# ---- block 1 ----
**Block 1: metal layers overlaid**

Bar = 20 µm. Two of the layers only.
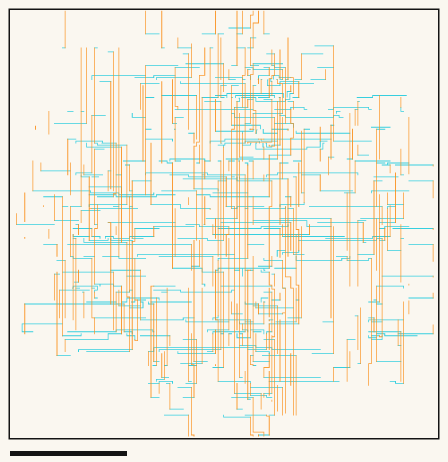

==> config.mk <==
export PLATFORM = sky130hd
export DESIGN_NAME = serial_addsub_ctrl
export DESIGN_NICKNAME = d
export VERILOG_FILES = /design/src/rtl/serial_addsub_pkg.sv /design/src/rtl/addsub_bit_cell.sv /design/src/rtl/serial_addsub_ctrl.sv
export SDC_FILE = /design/constraint.sdc
export NUM_CORES = 1
export LEC_CHECK = 0
export ABC_AREA = 0
export CORE_MARGIN = 2
export CORE_UTILIZATION = 35
export DETAILED_ROUTE_END_ITERATION = 7
export SETUP_SLACK_MARGIN = 0.5
export SLEW_MARGIN = 20
export SYNTH_ARGS = -nofsm -noshare
export SYNTH_HDL_FRONTEND = slang
export SYNTH_SLANG_ARGS = --single-unit
==> constraint.sdc <==
create_clock -name clk -period 1.78 [get_ports clk]
set_input_delay 0.534 -clock clk [delete_from_list [all_inputs] [get_ports clk]]
set_output_delay 0.534 -clock clk [all_outputs]
set_load 0.005 [all_outputs]
==> src/rtl/serial_addsub_pkg.sv <==
// ============================================================================
//  Module      : serial_addsub_pkg
//  Description : Shared types and constants for the bit-serial add/sub
//                controller (FSM state encoding, operation codes).
//  Revision    : 1.0 - initial release
// ============================================================================
`default_nettype none

package serial_addsub_pkg;

    // Controller states, explicitly 2 bits wide
    typedef enum logic [1:0] {
        ST_IDLE = 2'd0,
        ST_RUN  = 2'd1,
        ST_DONE = 2'd2
    } state_e;

    // Operation select captured with the operands
    localparam logic OP_ADD = 1'b0;
    localparam logic OP_SUB = 1'b1;

endpackage : serial_addsub_pkg

`default_nettype wire

==> src/rtl/addsub_bit_cell.sv <==
// ============================================================================
//  Module      : addsub_bit_cell
//  Description : Combinational 1-bit full adder / full subtractor. For
//                subtraction, cin/cout carry the borrow rather than a carry.
//  Revision    : 1.0 - initial release
// ============================================================================
`default_nettype none

module addsub_bit_cell
    import serial_addsub_pkg::*;
(
    input  logic a,
    input  logic b,
    input  logic cin,
    input  logic op,
    output logic s,
    output logic cout
);

    logic w_p;

    // Sum/difference bit is identical for add and subtract; only the
    // carry/borrow generation differs.
    assign w_p  = a ^ b;
    assign s    = w_p ^ cin;
    assign cout = (op == OP_SUB) ? ((~a & b) | (cin & ~w_p))
                                 : (( a & b) | (cin &  w_p));

endmodule : addsub_bit_cell

`default_nettype wire

==> src/rtl/serial_addsub_ctrl.sv <==
// ============================================================================
//  Module      : serial_addsub_ctrl
//  Description : Bit-serial add/subtract engine. Operands are accepted by
//                valid/ready, processed LSB-first one bit per clock through
//                a single addsub_bit_cell, and the W-bit result is returned
//                by valid/ready.
//  Config      : define SERIAL_ADDSUB_OVF_EN to build the two's-complement
//                overflow flag; otherwise ovf is tied low.
//  Revision    : 1.0 - initial release
// ============================================================================
`default_nettype none

module serial_addsub_ctrl
    import serial_addsub_pkg::*;
#(
    parameter int W = 8
) (
    input  logic         clk,
    input  logic         rst_n,
    input  logic         in_valid,
    output logic         in_ready,
    input  logic         op,
    input  logic [W-1:0] a,
    input  logic [W-1:0] b,
    output logic         out_valid,
    input  logic         out_ready,
    output logic [W-1:0] result,
    output logic         carry_out,
    output logic         ovf
);

    localparam int CNT_W = (W > 1) ? $clog2(W) : 1;
    localparam logic [CNT_W-1:0] C_CNT_LAST = CNT_W'(W - 1);

    state_e             state_q, state_d;
    logic [CNT_W-1:0]   cnt_q,   cnt_d;
    logic [W-1:0]       a_sr_q,  a_sr_d;
    logic [W-1:0]       b_sr_q,  b_sr_d;
    logic [W-1:0]       res_q,   res_d;
    logic               op_q,    op_d;
    logic               cb_q,    cb_d;

    logic               w_sum;
    logic               w_cout;
    logic               w_last;

    // Single shared arithmetic cell, fed from the operand LSBs
    addsub_bit_cell u_cell (
        .a    (a_sr_q[0]),
        .b    (b_sr_q[0]),
        .cin  (cb_q),
        .op   (op_q),
        .s    (w_sum),
        .cout (w_cout)
    );

    assign w_last = (cnt_q == C_CNT_LAST);

    // State and datapath registers; reset discards any operation in flight
    always_ff @(posedge clk or negedge rst_n) begin
        if (!rst_n) begin
            state_q <= ST_IDLE;
            cnt_q   <= '0;
            a_sr_q  <= '0;
            b_sr_q  <= '0;
            res_q   <= '0;
            op_q    <= OP_ADD;
            cb_q    <= 1'b0;
        end else begin
            state_q <= state_d;
            cnt_q   <= cnt_d;
            a_sr_q  <= a_sr_d;
            b_sr_q  <= b_sr_d;
            res_q   <= res_d;
            op_q    <= op_d;
            cb_q    <= cb_d;
        end
    end

    // Next-state and datapath control: accept in IDLE, shift in RUN,
    // hold in DONE until the consumer takes the result
    always_comb begin
        state_d = state_q;
        cnt_d   = cnt_q;
        a_sr_d  = a_sr_q;
        b_sr_d  = b_sr_q;
        res_d   = res_q;
        op_d    = op_q;
        cb_d    = cb_q;
        unique case (state_q)
            ST_IDLE: begin
                if (in_valid) begin
                    a_sr_d  = a;
                    b_sr_d  = b;
                    op_d    = op;
                    cb_d    = 1'b0;
                    cnt_d   = '0;
                    state_d = ST_RUN;
                end
            end
            ST_RUN: begin
                a_sr_d = {1'b0, a_sr_q[W-1:1]};
                b_sr_d = {1'b0, b_sr_q[W-1:1]};
                res_d  = {w_sum, res_q[W-1:1]};
                cb_d   = w_cout;
                if (w_last) begin
                    state_d = ST_DONE;
                end else begin
                    cnt_d = cnt_q + 1'b1;
                end
            end
            ST_DONE: begin
                if (out_ready) begin
                    state_d = ST_IDLE;
                end
            end
            default: begin
                state_d = ST_IDLE;
            end
        endcase
    end

    assign in_ready  = (state_q == ST_IDLE);
    assign out_valid = (state_q == ST_DONE);
    assign result    = res_q;
    assign carry_out = cb_q;

`ifdef SERIAL_ADDSUB_OVF_EN
    logic ovf_q, ovf_d;

    // Overflow = carry into MSB XOR carry out of MSB, taken on the final bit
    always_comb begin
        ovf_d = ovf_q;
        if (state_q == ST_RUN && w_last) begin
            ovf_d = cb_q ^ w_cout;
        end
    end

    // Overflow flag register, held with the result
    always_ff @(posedge clk or negedge rst_n) begin
        if (!rst_n) begin
            ovf_q <= 1'b0;
        end else begin
            ovf_q <= ovf_d;
        end
    end

    assign ovf = ovf_q;
`else
    assign ovf = 1'b0;
`endif

endmodule : serial_addsub_ctrl

`default_nettype wire

# ---- block 2 ----
[src/rtl/cpu_ctrl_seq.sv]
// Fetch/decode/execute sequencer for the 4-bit CPU: owns pc/ir and drives datapath enables.
// Define CPU_CTRL_JZ_EN to enable the conditional jump (opcode 9); otherwise it is a NOP.
module cpu_ctrl_seq (
    input  logic       clk,
    input  logic       rst_n,
    input  logic       start,
    output logic       mem_req,
    output logic [3:0] mem_addr,
    input  logic       mem_ack,
    input  logic [7:0] mem_data,
    input  logic       r_zero,
    output logic [3:0] imm,
    output logic       src_imm,
    output logic       a_en,
    output logic       b_en,
    output logic       r_en,
    output logic [1:0] alu_op,
    output logic       busy,
    output logic       halted
);

    typedef enum logic [2:0] {StIdle, StFetch, StDecode, StExec, StHalt} state_e;

    localparam logic [3:0] OpLda = 4'h1;
    localparam logic [3:0] OpLdb = 4'h2;
    localparam logic [3:0] OpAdd = 4'h3;
    localparam logic [3:0] OpSub = 4'h4;
    localparam logic [3:0] OpAnd = 4'h5;
    localparam logic [3:0] OpOr  = 4'h6;
    localparam logic [3:0] OpMva = 4'h7;
    localparam logic [3:0] OpJmp = 4'h8;
    localparam logic [3:0] OpJz  = 4'h9;
    localparam logic [3:0] OpHlt = 4'hF;

    state_e     r_state;
    state_e     w_state_next;
    logic [3:0] r_pc;
    logic [7:0] r_ir;
    logic [3:0] w_opcode;
    logic       w_load_pc;

    assign w_opcode = r_ir[7:4];
    assign imm      = r_ir[3:0];
    assign mem_addr = r_pc;

`ifdef CPU_CTRL_JZ_EN
    assign w_load_pc = (w_opcode == OpJmp) || ((w_opcode == OpJz) && r_zero);
`else
    logic w_unused_r_zero;
    assign w_unused_r_zero = r_zero;
    assign w_load_pc = (w_opcode == OpJmp);
`endif

    always_ff @(posedge clk or negedge rst_n) begin
        if (!rst_n) begin
            r_state <= StIdle;
        end else begin
            r_state <= w_state_next;
        end
    end

    always_comb begin
        w_state_next = r_state;
        unique case (r_state)
            StIdle, StHalt: if (start) w_state_next = StFetch;
            StFetch:        if (mem_ack) w_state_next = StDecode;
            StDecode:       w_state_next = StExec;
            StExec:         w_state_next = (w_opcode == OpHlt) ? StHalt : StFetch;
            default:        w_state_next = StIdle;
        endcase
    end

    // A jump in EXEC overwrites the increment applied during the preceding fetch.
    always_ff @(posedge clk or negedge rst_n) begin
        if (!rst_n) begin
            r_pc <= 4'h0;
            r_ir <= 8'h00;
        end else begin
            unique case (r_state)
                StIdle, StHalt: begin
                    if (start) r_pc <= 4'h0;
                end
                StFetch: begin
                    if (mem_ack) begin
                        r_ir <= mem_data;
                        r_pc <= r_pc + 4'h1;
                    end
                end
                StExec: begin
                    if (w_load_pc) r_pc <= imm;
                end
                default: ;
            endcase
        end
    end

    always_comb begin
        mem_req = 1'b0;
        a_en    = 1'b0;
        b_en    = 1'b0;
        r_en    = 1'b0;
        alu_op  = 2'b00;
        src_imm = 1'b0;
        busy    = 1'b0;
        halted  = 1'b0;
        unique case (r_state)
            StFetch: begin
                mem_req = 1'b1;
                busy    = 1'b1;
            end
            StDecode: busy = 1'b1;
            StExec: begin
                busy = 1'b1;
                case (w_opcode)
                    OpLda: begin
                        a_en    = 1'b1;
                        src_imm = 1'b1;
                    end
                    OpLdb: begin
                        b_en    = 1'b1;
                        src_imm = 1'b1;
                    end
                    OpAdd: r_en = 1'b1;
                    OpSub: begin
                        r_en   = 1'b1;
                        alu_op = 2'b01;
                    end
                    OpAnd: begin
                        r_en   = 1'b1;
                        alu_op = 2'b10;
                    end
                    OpOr: begin
                        r_en   = 1'b1;
                        alu_op = 2'b11;
                    end
                    OpMva: a_en = 1'b1;
                    default: ;
                endcase
            end
            StHalt:  halted = 1'b1;
            default: ;
        endcase
    end

endmodule

[config.mk]
export PLATFORM = sky130hd
export DESIGN_NAME = cpu_ctrl_seq
export DESIGN_NICKNAME = d
export VERILOG_FILES = /design/src/rtl/cpu_ctrl_seq.sv
export SDC_FILE = /design/constraint.sdc
export NUM_CORES = 1
export LEC_CHECK = 0
export ABC_AREA = 1
export CAP_MARGIN = 20
export CORE_UTILIZATION = 50
export CTS_BUF_LIST = sky130_fd_sc_hd__clkbuf_8
export CTS_CLUSTER_DIAMETER = 30
export CTS_CLUSTER_SIZE = 30
export DETAILED_ROUTE_END_ITERATION = 10
export PLACE_DENSITY_LB_ADDON = 0.12
export SLEW_MARGIN = 40
export SYNTH_ARGS = -nofsm -noshare
export SYNTH_HDL_FRONTEND = slang
export SYNTH_SLANG_ARGS = --single-unit
[constraint.sdc]
create_clock -name clk -period 2.7 [get_ports clk]
set_input_delay 0.27 -clock clk [delete_from_list [all_inputs] [get_ports clk]]
set_output_delay 0.27 -clock clk [all_outputs]
set_load 0.01 [all_outputs]
**Block 1: the metal 2 layer**

Bar = 20 µm.
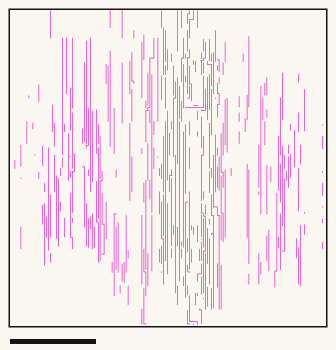
share of all routed wire: 56%
wire length on this layer: 2,340 µm
main direction: vertical
nets with wire on the layer: 213

## Picture notes: 'metal layers overlaid' of block 1
[orange] met2 | wire length: 2,340 µm
[cyan] met1 | wire length: 1,620 µm

==> results.cfg, block 1 <==
; synthesis and place-and-route metrics
[status]
outcome = complete, no violations

[power]
p_switching_mw = 1.46

[cells_and_area]
layout_top_cells = dfrtp_1 (31), buf_4 (24), clkdlybuf4s50_1 (19)
drive_gt1_share_pct = 51.5
seq_cells = 31
finalInstanceArea_um2 = 2660

[clock_network]
holdBufCountCts = 0

[place]
place_hpwl_mm = 2.60

[synth]
edf_count = 0
fa_ha_area_share_pct = 3.87
yosys_cells = 139

[critical_path]
worst_ep_required_time_ns = 1.25

[die]
rows = 25

[final_timing]
setup_viol = 0
fin_crit_ns = 1.58

[min_path]
hold_class = reg2reg

[global_route]
met1_usage_pct = 18.6
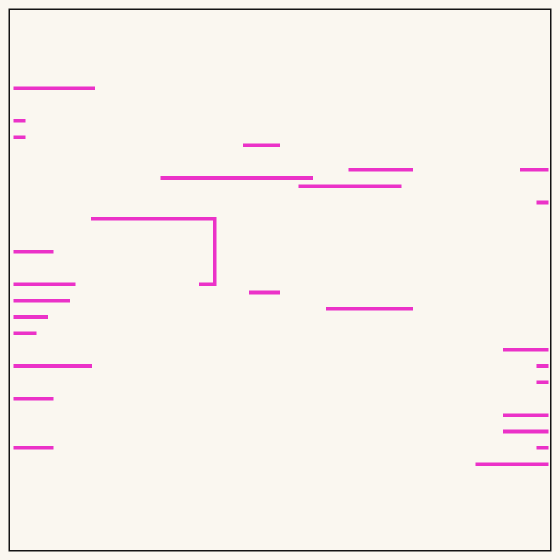
**Above:** block 2 (M3 wires).
longest straight run: 12.4 µm
share of all routed wire: 5.7%
main direction: horizontal

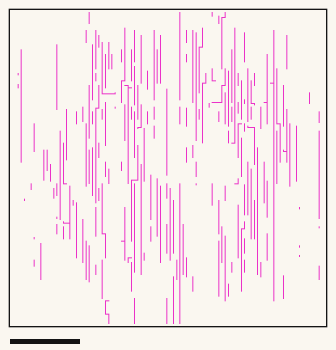
**Above:** block 2 (the metal 2 layer).
Bar = 10 µm.
longest straight run: 38.4 µm
share of all routed wire: 49%

==> results.cfg, block 2 <==
; synthesis and place-and-route metrics
[synth]
synthAoiAreaFrac_pct = 9.38
syn-num-nets = 141
flop_cell = dfrtp_1
avgSynthCellArea_um2 = 7.25
ys_chip_area_um2 = 921
synth_warnings = 0

[power]
combPwrFrac_pct = 52.3
power_mw = 1.23
power_density_nw_per_um2 = 995
p_int_mw = 0.687

[critical_path]
r2r-end = mem_addr[1]
r2r_setup_slack_ns = 1.40

[global_route]
use_met2_pct = 35.9

[detailed_routing]
wl_mm = 1.96

[status]
outcome = complete, no violations

[place]
placedCellCount = 175
dpl_worst_slack_ns = 0.711

[clock_network]
numCtsBuffers = 3

[die]
initCoreUtil_pct = 53.3

[cells_and_area]
nClkBuffers = 3


## Gallery

Clock wiring as the flow saved it.
image #1
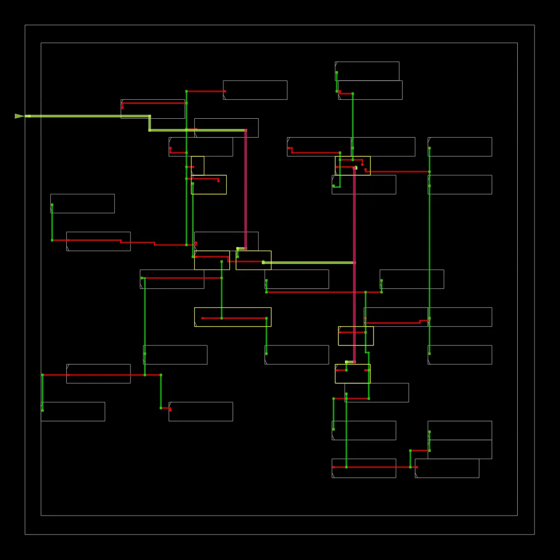
image #2
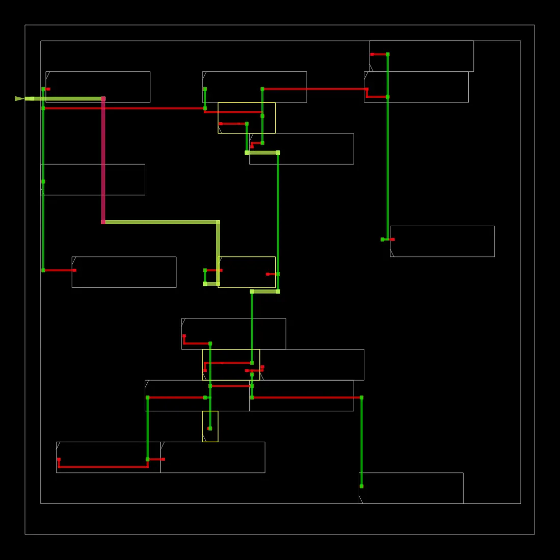
Of these, most sequential cells: image #1
Of these, most clock buffers: image #1
Image #1 is block 1.
Image #2 is block 2.

